=== wb_arbiter2_flat ===
Figure 1. M4 wires (wb_arbiter2_flat).
Cells faint in the background.
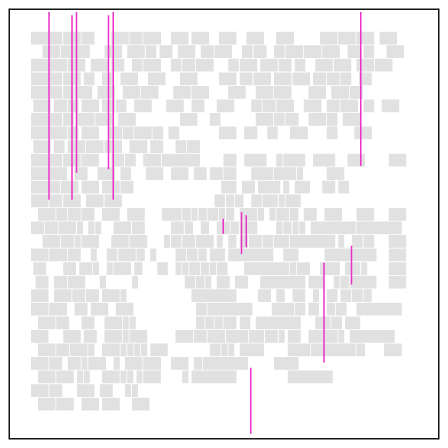

File: src/rtl/wb_arbiter2_pkg.sv
// Shared types and constants for the two-master Wishbone arbiter.
// Latency: n/a (declarations only).
// Backpressure: n/a.
package wb_arbiter2_pkg;

    localparam int ADR_W = 16;
    localparam int DAT_W = 16;

    // Read data returned to a master whose transfer was force-completed.
    localparam logic [DAT_W-1:0] ARB_TIMEOUT_DAT = 16'hDEAD;

    typedef enum logic [1:0] {
        IDLE = 2'd0,
        OWN0 = 2'd1,
        OWN1 = 2'd2
    } arb_state_t;

endpackage

File: src/rtl/wb_arbiter2_if.sv
// Wishbone classic bus bundle (16-bit address and data).
// Latency: n/a (wiring only).
// Backpressure: slave holds ack low to stall the master's strobe.
// master modport: drives cyc/stb/we/adr/dat_m, receives dat_s/ack.
// slave modport:  receives cyc/stb/we/adr/dat_m, drives dat_s/ack.
interface wb_arbiter2_if;
    logic                                cyc;
    logic                                stb;
    logic                                we;
    logic [wb_arbiter2_pkg::ADR_W-1:0]   adr;
    logic [wb_arbiter2_pkg::DAT_W-1:0]   dat_m;
    logic [wb_arbiter2_pkg::DAT_W-1:0]   dat_s;
    logic                                ack;

    modport master (output cyc, stb, we, adr, dat_m, input dat_s, ack);
    modport slave  (input cyc, stb, we, adr, dat_m, output dat_s, ack);
endinterface

File: src/rtl/wb_arb_timer.sv
// Slave wait watchdog: counts strobe cycles without ack and flags a forced completion.
// Latency: expire is combinational from the registered wait count; timeout is registered.
// Backpressure: none; it only observes the granted strobe and the slave ack.
// Ports: i_stb owner strobe, i_ack slave ack, i_restart grant change, i_clr clear flag,
//        o_expire force-complete this cycle, o_timeout sticky forced-completion flag.
module wb_arb_timer #(
    parameter int WAIT_TIMEOUT = 255
) (
    input  logic clk,
    input  logic reset_n,
    input  logic i_stb,
    input  logic i_ack,
    input  logic i_restart,
    input  logic i_clr,
    output logic o_expire,
    output logic o_timeout
);
    localparam logic [7:0] WAIT_LAST = 8'(WAIT_TIMEOUT - 1);

    logic [7:0] r_wcnt;
    logic       r_timeout;
    logic       w_expire;

    // The cycle the count reaches the limit is itself the last waited cycle.
    assign w_expire  = i_stb & (r_wcnt == WAIT_LAST);
    assign o_expire  = w_expire;
    assign o_timeout = r_timeout;

    // The limit is at most 254, so the 8-bit count never wraps.
    always_ff @(posedge clk or negedge reset_n) begin
        if (!reset_n) begin
            r_wcnt <= '0;
        end else if (i_restart | w_expire | (i_stb & i_ack)) begin
            r_wcnt <= '0;
        end else if (i_stb) begin
            r_wcnt <= r_wcnt + 8'd1;
        end
    end

    // A new forced completion outranks a simultaneous clear.
    always_ff @(posedge clk or negedge reset_n) begin
        if (!reset_n) begin
            r_timeout <= 1'b0;
        end else if (w_expire) begin
            r_timeout <= 1'b1;
        end else if (i_clr) begin
            r_timeout <= 1'b0;
        end
    end
endmodule

File: src/rtl/wb_arbiter2.sv
// Two-master Wishbone arbiter (CPU m0, DMA/debug m1) onto one shared slave with quotas.
// Latency: 1 cycle from IDLE to grant; zero added latency while a master owns the bus.
// Backpressure: non-owner sees ack=0 and stalls; owner sees slave ack or a forced timeout ack.
// Ports: clk, reset_n (async, active low); m0/m1 master-facing buses; s shared slave bus;
//        timeout_clr clears the sticky timeout; grant is one-hot owner {m1,m0}.
module wb_arbiter2
    import wb_arbiter2_pkg::*;
#(
    parameter int M0_QUOTA     = 4,
    parameter int M1_QUOTA     = 8,
    parameter int WAIT_TIMEOUT = 255
) (
    input  logic          clk,
    input  logic          reset_n,
    wb_arbiter2_if.slave  m0,
    wb_arbiter2_if.slave  m1,
    wb_arbiter2_if.master s,
    input  logic          timeout_clr,
    output logic          timeout,
    output logic [1:0]    grant
);
    localparam int QMAX  = (M0_QUOTA > M1_QUOTA) ? M0_QUOTA : M1_QUOTA;
    localparam int CNT_W = $clog2(QMAX) + 1;
    localparam logic [CNT_W-1:0] Q0_LAST = CNT_W'(M0_QUOTA - 1);
    localparam logic [CNT_W-1:0] Q1_LAST = CNT_W'(M1_QUOTA - 1);

    arb_state_t       r_state;
    arb_state_t       w_state_nxt;
    logic [CNT_W-1:0] r_cnt;
    logic [CNT_W-1:0] w_cnt_nxt;
    logic [CNT_W-1:0] w_cnt_inc;
    logic             w_req0;
    logic             w_req1;
    logic             w_own_stb;
    logic             w_done;
    logic             w_expire;

    assign w_req0    = m0.cyc & m0.stb;
    assign w_req1    = m1.cyc & m1.stb;
    assign w_own_stb = ((r_state == OWN0) & m0.stb) | ((r_state == OWN1) & m1.stb);
    // A slave ack only counts while the owner is strobing; stray acks are dropped.
    assign w_done    = w_own_stb & (s.ack | w_expire);
    assign w_cnt_inc = (r_cnt == '1) ? r_cnt : r_cnt + CNT_W'(1);

    wb_arb_timer #(
        .WAIT_TIMEOUT (WAIT_TIMEOUT)
    ) u_timer (
        .clk       (clk),
        .reset_n   (reset_n),
        .i_stb     (w_own_stb),
        .i_ack     (s.ack),
        .i_restart (w_state_nxt != r_state),
        .i_clr     (timeout_clr),
        .o_expire  (w_expire),
        .o_timeout (timeout)
    );

    always_ff @(posedge clk or negedge reset_n) begin
        if (!reset_n) begin
            r_state <= IDLE;
            r_cnt   <= '0;
        end else begin
            r_state <= w_state_nxt;
            r_cnt   <= w_cnt_nxt;
        end
    end

    // The quota count only runs while the other master is waiting; otherwise it sits at 0.
    // A strobed owner without done keeps the grant, so a transfer is never split.
    always_comb begin
        w_state_nxt = r_state;
        w_cnt_nxt   = r_cnt;
        case (r_state)
            IDLE: begin
                w_cnt_nxt = '0;
                if (w_req0) begin
                    w_state_nxt = OWN0;
                end else if (w_req1) begin
                    w_state_nxt = OWN1;
                end
            end
            OWN0: begin
                if (w_done) begin
                    if (w_req1 && (r_cnt == Q0_LAST)) begin
                        w_state_nxt = OWN1;
                        w_cnt_nxt   = '0;
                    end else begin
                        w_cnt_nxt = w_req1 ? w_cnt_inc : '0;
                    end
                end else if (!w_req0) begin
                    w_state_nxt = w_req1 ? OWN1 : IDLE;
                    w_cnt_nxt   = '0;
                end else if (!w_req1) begin
                    w_cnt_nxt = '0;
                end
            end
            OWN1: begin
                if (w_done) begin
                    if (w_req0 && (r_cnt == Q1_LAST)) begin
                        w_state_nxt = OWN0;
                        w_cnt_nxt   = '0;
                    end else begin
                        w_cnt_nxt = w_req0 ? w_cnt_inc : '0;
                    end
                end else if (!m1.cyc) begin
                    // m1 may idle its strobe inside a cycle and still keep the bus.
                    w_state_nxt = w_req0 ? OWN0 : IDLE;
                    w_cnt_nxt   = '0;
                end else if (!w_req0) begin
                    w_cnt_nxt = '0;
                end
            end
            default: begin
                w_state_nxt = IDLE;
                w_cnt_nxt   = '0;
            end
        endcase
    end

    always_comb begin
        grant    = 2'b00;
        s.cyc    = 1'b0;
        s.stb    = 1'b0;
        s.we     = 1'b0;
        s.adr    = '0;
        s.dat_m  = '0;
        m0.ack   = 1'b0;
        m1.ack   = 1'b0;
        m0.dat_s = '0;
        m1.dat_s = '0;
        case (r_state)
            OWN0: begin
                grant    = 2'b01;
                s.cyc    = m0.cyc;
                s.stb    = m0.stb & ~w_expire;
                s.we     = m0.we;
                s.adr    = m0.adr;
                s.dat_m  = m0.dat_m;
                m0.ack   = w_done;
                m0.dat_s = w_expire ? ARB_TIMEOUT_DAT : s.dat_s;
                m1.dat_s = s.dat_s;
            end
            OWN1: begin
                grant    = 2'b10;
                s.cyc    = m1.cyc;
                s.stb    = m1.stb & ~w_expire;
                s.we     = m1.we;
                s.adr    = m1.adr;
                s.dat_m  = m1.dat_m;
                m1.ack   = w_done;
                m1.dat_s = w_expire ? ARB_TIMEOUT_DAT : s.dat_s;
                m0.dat_s = s.dat_s;
            end
            default: ;
        endcase
    end
endmodule

File: src/flat_wrapper.sv
// flat-port wrapper written by rule: the top's interface ports become plain ports
module wb_arbiter2_flat import wb_arbiter2_pkg::*;
#(
    parameter int M0_QUOTA     = 4,
    parameter int M1_QUOTA     = 8,
    parameter int WAIT_TIMEOUT = 255
)
  (clk, reset_n, timeout_clr, timeout, grant, m0_cyc, m0_stb, m0_we, m0_adr, m0_dat_m, m0_dat_s, m0_ack, m1_cyc, m1_stb, m1_we, m1_adr, m1_dat_m, m1_dat_s, m1_ack, s_cyc, s_stb, s_we, s_adr, s_dat_m, s_dat_s, s_ack);
  wb_arbiter2_if m0_i ();
  wb_arbiter2_if m1_i ();
  wb_arbiter2_if s_i ();
  input  logic clk;
  input  logic reset_n;
  input  logic timeout_clr;
  output logic timeout;
  output logic [1:0] grant;
  input wire logic [$bits(m0_i.cyc)-1:0] m0_cyc;
  input wire logic [$bits(m0_i.stb)-1:0] m0_stb;
  input wire logic [$bits(m0_i.we)-1:0] m0_we;
  input wire logic [$bits(m0_i.adr)-1:0] m0_adr;
  input wire logic [$bits(m0_i.dat_m)-1:0] m0_dat_m;
  output wire logic [$bits(m0_i.dat_s)-1:0] m0_dat_s;
  output wire logic [$bits(m0_i.ack)-1:0] m0_ack;
  input wire logic [$bits(m1_i.cyc)-1:0] m1_cyc;
  input wire logic [$bits(m1_i.stb)-1:0] m1_stb;
  input wire logic [$bits(m1_i.we)-1:0] m1_we;
  input wire logic [$bits(m1_i.adr)-1:0] m1_adr;
  input wire logic [$bits(m1_i.dat_m)-1:0] m1_dat_m;
  output wire logic [$bits(m1_i.dat_s)-1:0] m1_dat_s;
  output wire logic [$bits(m1_i.ack)-1:0] m1_ack;
  output wire logic [$bits(s_i.cyc)-1:0] s_cyc;
  output wire logic [$bits(s_i.stb)-1:0] s_stb;
  output wire logic [$bits(s_i.we)-1:0] s_we;
  output wire logic [$bits(s_i.adr)-1:0] s_adr;
  output wire logic [$bits(s_i.dat_m)-1:0] s_dat_m;
  input wire logic [$bits(s_i.dat_s)-1:0] s_dat_s;
  input wire logic [$bits(s_i.ack)-1:0] s_ack;
  assign m0_i.cyc = m0_cyc;
  assign m0_i.stb = m0_stb;
  assign m0_i.we = m0_we;
  assign m0_i.adr = m0_adr;
  assign m0_i.dat_m = m0_dat_m;
  assign m0_dat_s = m0_i.dat_s;
  assign m0_ack = m0_i.ack;
  assign m1_i.cyc = m1_cyc;
  assign m1_i.stb = m1_stb;
  assign m1_i.we = m1_we;
  assign m1_i.adr = m1_adr;
  assign m1_i.dat_m = m1_dat_m;
  assign m1_dat_s = m1_i.dat_s;
  assign m1_ack = m1_i.ack;
  assign s_cyc = s_i.cyc;
  assign s_stb = s_i.stb;
  assign s_we = s_i.we;
  assign s_adr = s_i.adr;
  assign s_dat_m = s_i.dat_m;
  assign s_i.dat_s = s_dat_s;
  assign s_i.ack = s_ack;
  wb_arbiter2 #(.M0_QUOTA(M0_QUOTA), .M1_QUOTA(M1_QUOTA), .WAIT_TIMEOUT(WAIT_TIMEOUT)) u_core (.clk(clk), .reset_n(reset_n), .m0(m0_i), .m1(m1_i), .s(s_i), .timeout_clr(timeout_clr), .timeout(timeout), .grant(grant));
endmodule
File: config.mk
export PLATFORM = sky130hd
export DESIGN_NAME = wb_arbiter2_flat
export DESIGN_NICKNAME = d
export VERILOG_FILES = /design/src/rtl/wb_arbiter2_pkg.sv /design/src/rtl/wb_arbiter2_if.sv /design/src/rtl/wb_arb_timer.sv /design/src/rtl/wb_arbiter2.sv /design/src/flat_wrapper.sv
export SDC_FILE = /design/constraint.sdc
export NUM_CORES = 1
export LEC_CHECK = 0
export CORE_MARGIN = 4
export CORE_UTILIZATION = 34
export CTS_CLUSTER_DIAMETER = 30
export CTS_CLUSTER_SIZE = 12
export DETAILED_ROUTE_END_ITERATION = 8
export PLACE_DENSITY = 0.94
export REMOVE_ABC_BUFFERS = 1
export SLEW_MARGIN = 10
export SYNTH_ARGS = -nofsm -noshare
export SYNTH_HDL_FRONTEND = slang
export SYNTH_HIERARCHICAL = 1
export SYNTH_SLANG_ARGS = --single-unit
File: constraint.sdc
create_clock -name clk -period 4.5 [get_ports clk]
set_clock_uncertainty 0.05 [all_clocks]
set_input_delay 1.125 -clock clk [delete_from_list [all_inputs] [get_ports clk]]
set_output_delay 1.125 -clock clk [all_outputs]
set_load 0.01 [all_outputs]
=== weight_mem_loader ===
### src/rtl/weight_mem_loader.sv
// weight_mem_loader: streams weight words into one neuron's weight memory of the served layer.
// Optional XOR checksum of the loaded words is built when WEIGHT_LOAD_CHECKSUM_EN is defined.
module weight_mem_loader #(
  parameter int layerNo      = 1,
  parameter int numNeurons   = 28,
  parameter int numWeight    = 784,
  parameter int addressWidth = 10,
  parameter int dataWidth    = 16
) (
  input  logic                  clk,
  input  logic                  rst,
  input  logic                  cfg_start,
  input  logic [7:0]            cfg_layer,
  input  logic [7:0]            cfg_neuron,
  input  logic                  s_valid,
  output logic                  s_ready,
  input  logic [dataWidth-1:0]  s_data,
  input  logic                  s_last,
  output logic [numNeurons-1:0] wen,
  output logic [addressWidth:0] waddr,
  output logic [dataWidth-1:0]  win,
  output logic                  busy,
  output logic                  done,
  output logic                  err_cfg,
  output logic                  err_len,
  output logic [dataWidth-1:0]  checksum
);

  localparam int CW = addressWidth + 1;
  localparam logic [CW-1:0] LAST_IDX = CW'(numWeight - 1);

  typedef enum logic [1:0] {
    S_IDLE = 2'd0,
    S_LOAD = 2'd1,
    S_DONE = 2'd2
  } state_e;

  state_e                state_q, state_d;
  logic [numNeurons-1:0] sel_q, sel_d;
  logic [CW-1:0]         count_q, count_d;
  logic [numNeurons-1:0] wen_q, wen_d;
  logic [CW-1:0]         waddr_q, waddr_d;
  logic [dataWidth-1:0]  win_q, win_d;
  logic                  s_ready_q, s_ready_d;
  logic                  busy_q, busy_d;
  logic                  done_q, done_d;
  logic                  err_cfg_q, err_cfg_d;
  logic                  err_len_q, err_len_d;

  logic                  cfg_ok_s;
  logic                  start_ok_s;
  logic                  hs_s;
  logic                  at_last_s;
  logic                  final_word_s;
  logic [numNeurons-1:0] onehot_s;

  // Start qualification, handshake and final-word detection.
  always_comb begin
    cfg_ok_s     = (cfg_layer == 8'(layerNo)) && (cfg_neuron < 8'(numNeurons));
    start_ok_s   = (state_q == S_IDLE) && cfg_start && cfg_ok_s;
    hs_s         = s_valid && s_ready_q;
    at_last_s    = (count_q == LAST_IDX);
    final_word_s = s_last || at_last_s;
    onehot_s     = '0;
    for (int i = 0; i < numNeurons; i++) begin
      onehot_s[i] = (cfg_neuron == 8'(i));
    end
  end

  // State register.
  always_ff @(posedge clk) begin
    if (!rst) begin
      state_q <= S_IDLE;
    end else begin
      state_q <= state_d;
    end
  end

  // Next-state logic.
  always_comb begin
    state_d = state_q;
    case (state_q)
      S_IDLE: begin
        if (start_ok_s) state_d = S_LOAD;
        else            state_d = S_IDLE;
      end
      S_LOAD: begin
        if (hs_s && final_word_s) state_d = S_DONE;
        else                      state_d = S_LOAD;
      end
      S_DONE:  state_d = S_IDLE;
      default: state_d = S_IDLE;
    endcase
  end

  // Output and datapath next values; status flags follow the next state so they are registered.
  always_comb begin
    sel_d     = sel_q;
    count_d   = count_q;
    wen_d     = '0;
    waddr_d   = waddr_q;
    win_d     = win_q;
    err_cfg_d = 1'b0;
    err_len_d = err_len_q;
    s_ready_d = (state_d == S_LOAD);
    busy_d    = (state_d == S_LOAD);
    done_d    = (state_d == S_DONE);

    if ((state_q == S_IDLE) && cfg_start) begin
      if (cfg_ok_s) begin
        sel_d     = onehot_s;
        count_d   = '0;
        err_len_d = 1'b0;
      end else begin
        err_cfg_d = 1'b1;
      end
    end else begin
      err_cfg_d = 1'b0;
    end

    // Count holds on the final word, so waddr can never pass numWeight-1.
    if (hs_s) begin
      wen_d   = sel_q;
      waddr_d = count_q;
      win_d   = s_data;
      if (final_word_s) count_d = count_q;
      else              count_d = count_q + CW'(1);
      if (s_last != at_last_s) err_len_d = 1'b1;
      else                     err_len_d = err_len_q;
    end else begin
      wen_d = '0;
    end
  end

  // Datapath and output registers.
  always_ff @(posedge clk) begin
    if (!rst) begin
      sel_q     <= '0;
      count_q   <= '0;
      wen_q     <= '0;
      waddr_q   <= '0;
      win_q     <= '0;
      s_ready_q <= 1'b0;
      busy_q    <= 1'b0;
      done_q    <= 1'b0;
      err_cfg_q <= 1'b0;
      err_len_q <= 1'b0;
    end else begin
      sel_q     <= sel_d;
      count_q   <= count_d;
      wen_q     <= wen_d;
      waddr_q   <= waddr_d;
      win_q     <= win_d;
      s_ready_q <= s_ready_d;
      busy_q    <= busy_d;
      done_q    <= done_d;
      err_cfg_q <= err_cfg_d;
      err_len_q <= err_len_d;
    end
  end

  assign s_ready = s_ready_q;
  assign wen     = wen_q;
  assign waddr   = waddr_q;
  assign win     = win_q;
  assign busy    = busy_q;
  assign done    = done_q;
  assign err_cfg = err_cfg_q;
  assign err_len = err_len_q;

`ifdef WEIGHT_LOAD_CHECKSUM_EN
  function automatic logic [dataWidth-1:0] csum_next(input logic [dataWidth-1:0] acc,
                                                      input logic [dataWidth-1:0] word);
    return acc ^ word;
  endfunction

  logic [dataWidth-1:0] csum_q, csum_d;

  // Checksum restarts on an accepted start and folds in every accepted word.
  always_comb begin
    csum_d = csum_q;
    if (start_ok_s)  csum_d = '0;
    else if (hs_s)   csum_d = csum_next(csum_q, s_data);
    else             csum_d = csum_q;
  end

  // Checksum register.
  always_ff @(posedge clk) begin
    if (!rst) begin
      csum_q <= '0;
    end else begin
      csum_q <= csum_d;
    end
  end

  assign checksum = csum_q;
`else
  assign checksum = '0;
`endif

endmodule

### config.mk
export PLATFORM = sky130hd
export DESIGN_NAME = weight_mem_loader
export DESIGN_NICKNAME = d
export VERILOG_FILES = /design/src/rtl/weight_mem_loader.sv
export SDC_FILE = /design/constraint.sdc
export NUM_CORES = 1
export LEC_CHECK = 0
export ABC_AREA = 1
export CAP_MARGIN = 25
export CORE_UTILIZATION = 45
export CTS_BUF_LIST = sky130_fd_sc_hd__clkbuf_8
export DETAILED_ROUTE_END_ITERATION = 12
export HOLD_SLACK_MARGIN = 0.12
export PLACE_DENSITY = 0.79
export SYNTH_ARGS = -nofsm -noshare
export SYNTH_HDL_FRONTEND = slang
export SYNTH_SLANG_ARGS = --single-unit
### constraint.sdc
create_clock -name clk -period 1.7 [get_ports clk]
set_clock_uncertainty 0.15 [all_clocks]
set_input_delay 0.34 -clock clk [delete_from_list [all_inputs] [get_ports clk]]
set_output_delay 0.34 -clock clk [all_outputs]
set_load 0.03 [all_outputs]
Figure 2. Pin map (wb_arbiter2_flat).
Pins as bars across the die edge, other pins in gray.
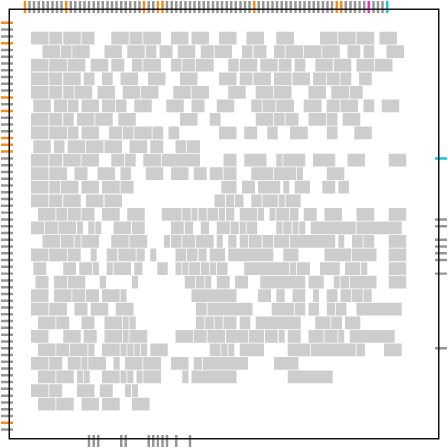
s_cyc -> magenta  # pins 1, direction output, edge top
grant -> cyan  # pins 2, direction output, edge 1 top, 1 right
m0_dat_m -> orange  # pins 16, direction input, edge 8 left, 8 top
port bufs: 161
Die Height: 85.88 µm
Die Wd: 85.88 µm

About Figure 1:
share of all routed wire = 3.1%
nets with wire on the layer = 12
wire length on this layer = 262 µm
main direction = vertical
longest straight run = 37.4 µm
Via Count: 2,740
Post-Route WL: 8.521 mm

==> metrics.yaml, wb_arbiter2_flat <==
status: "complete, no violations"
drc: 0
grt_pass1_wl_mm: 13.41
largest_area_cell: "dfrtp_1"
clk_pin_slew_ns: 0.06
worstSetupPathDepth: 7
fa_ha_area_frac: 0.05461
crit_fanout: 11
final-seq-area_um2: 375.4
avgRoutedWirePerCell_um: 16.94
buffer_area_frac: 0.4441
yosys-mux-area-fraction: 0.01032
cp-endpoint: "m1_dat_s[5]"
p_leak_nw: 1.344
comb_share: 0.4097
grt_use_met3: 0.08069
seq_share: 0.1002
clock_sinks: 15
min_to: "u_core/r_cnt[0]"
finalCriticalPeriod_ns: 4.351
worstSetupPathType: "input pin to primary output"
crit_path_start_kind: "input pin"
nNonClkBuffers: 168
min-delay-start: "u_core/r_cnt[0]"
==> wb_arbiter2_flat: sequential cells by signal, indices dropped and copies added (netlist names) <==
| signal | flops |
|---|---|
| u_core/r_cnt | 4 |
| u_core/r_state | 2 |
| u_core/u_timer/o_timeout | 1 |
| u_core/u_timer/r_wcnt | 8 |
==> wb_arbiter2_flat: power by group through the flow <==
stage	registers [mW]	clock network (mW)	logic [mW]
CTS	0.167	0.113	1.21
floorplan	0.164	0	0.648
global placement	0.169	0	1.19
finish	0.168	0.111	1.21
detailed placement	0.170	0	1.20
global route	0.170	0.121	1.31
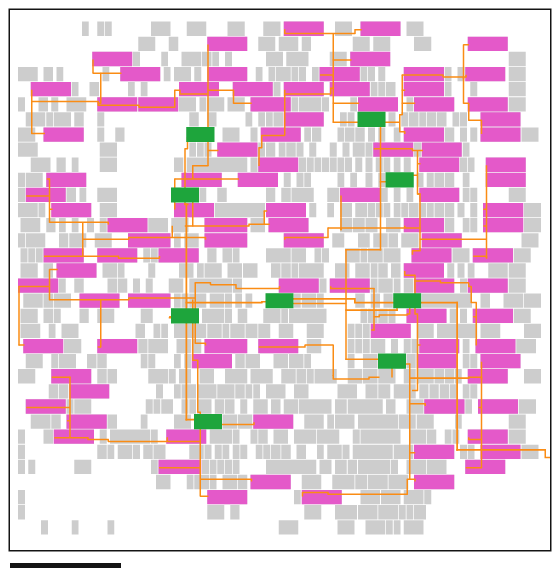
Figure 3: weight_mem_loader, clock wires, drivers and flops.
The bar under the picture is 20 µm long.
flip-flops -> magenta  # count 100
clock wires -> orange  # length 1,090 µm
clock drivers -> green  # count 9
flops lie = widely spread
routed clock nets = 10

==> metrics.yaml, weight_mem_loader <==
hp-class: "register to register"
setup_slack_ns: -0.08116
clkPwrFrac: 0.381
r2r-start: "count_q[6]"
min-delay-start: "sel_q[5]"
final_cells: 777
r2r-end: "count_q[5]"
wl_mm: 9.936
place_inst: 756
setup_violations: 11
dpl-instance-area_um2: 5399
end_kind: "register"
cts-root-buf: "clkbuf_8"
synth_area_um2: 4080
pre_cts_slack_ns: -0.3357
failed_checks: "negative setup slack"
layout_top_cell: "nor2_1"
ant_nets: 0
synth_seq_share: 0.4906
status: "finished, violations left"
top_logic_kind: "simple AND/OR/NAND/NOR gates"
crit_path_start_kind: "register"
vias_per_cell: 4.954
p_leak_nw: 2.577
-- weight_mem_loader: metal layers --
layer  up-vias  GRT usage  part of all wire
li1       1917          -                 -
met1      1795     0.2383              0.42
met2       118     0.3879              0.51
met3        19    0.04676             0.052
met4         0    0.08371             0.020
met5         -          0                 0
-- weight_mem_loader: registers in the layout (all words and copies together), names as in the netlist --
name / cells
wen: 28
count_q: 11
sel_q: 28
done: 1
waddr: 11
err_cfg: 1
state_q: 2
win: 16
busy: 1
err_len: 1

==> screenshots <==
Routing congestion.
(a)
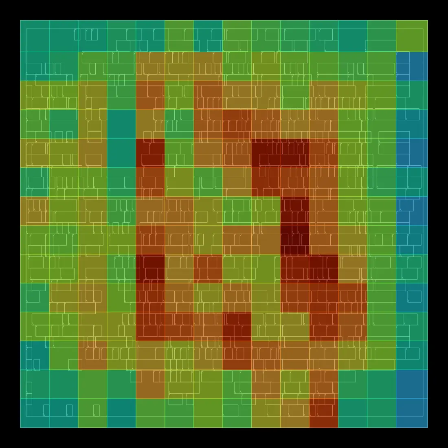
(b)
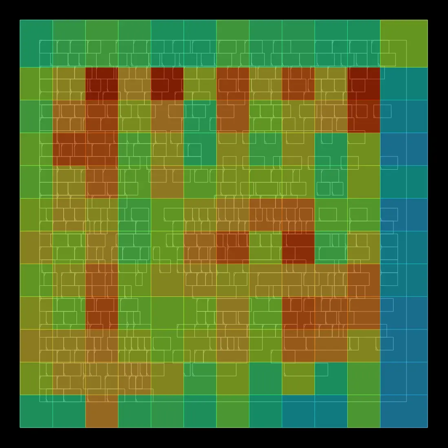
(b) comes from wb_arbiter2_flat.
(a) comes from weight_mem_loader.



==> notes/layouts.md <==
Pictures saved along the way, in no particular order.

Where the registers sit.
Other sequential cells in the stronger gray, the rest of the logic in the fainter gray.
shot_01.png
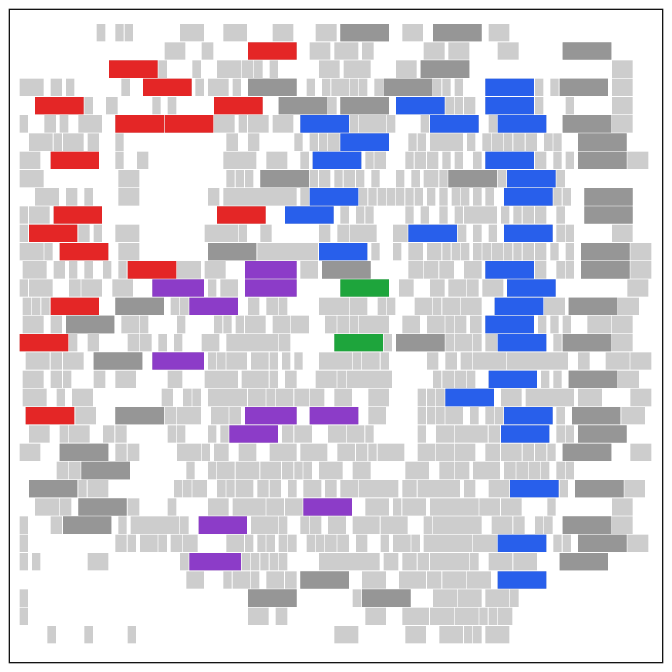
shot_02.png
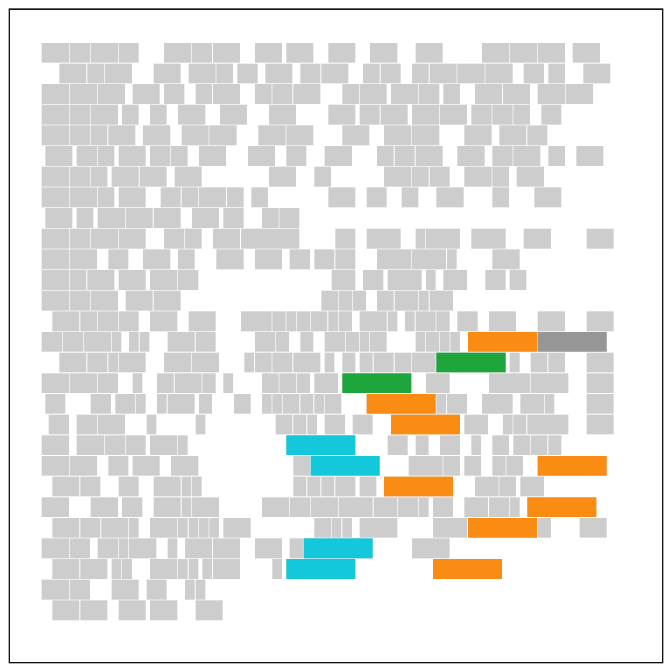
- most cells: shot_01.png
- most sequential cells: shot_01.png
- shot_01.png = weight_mem_loader
- shot_02.png = wb_arbiter2_flat

No activity file was given, so power comes from the tool's default toggle rates.
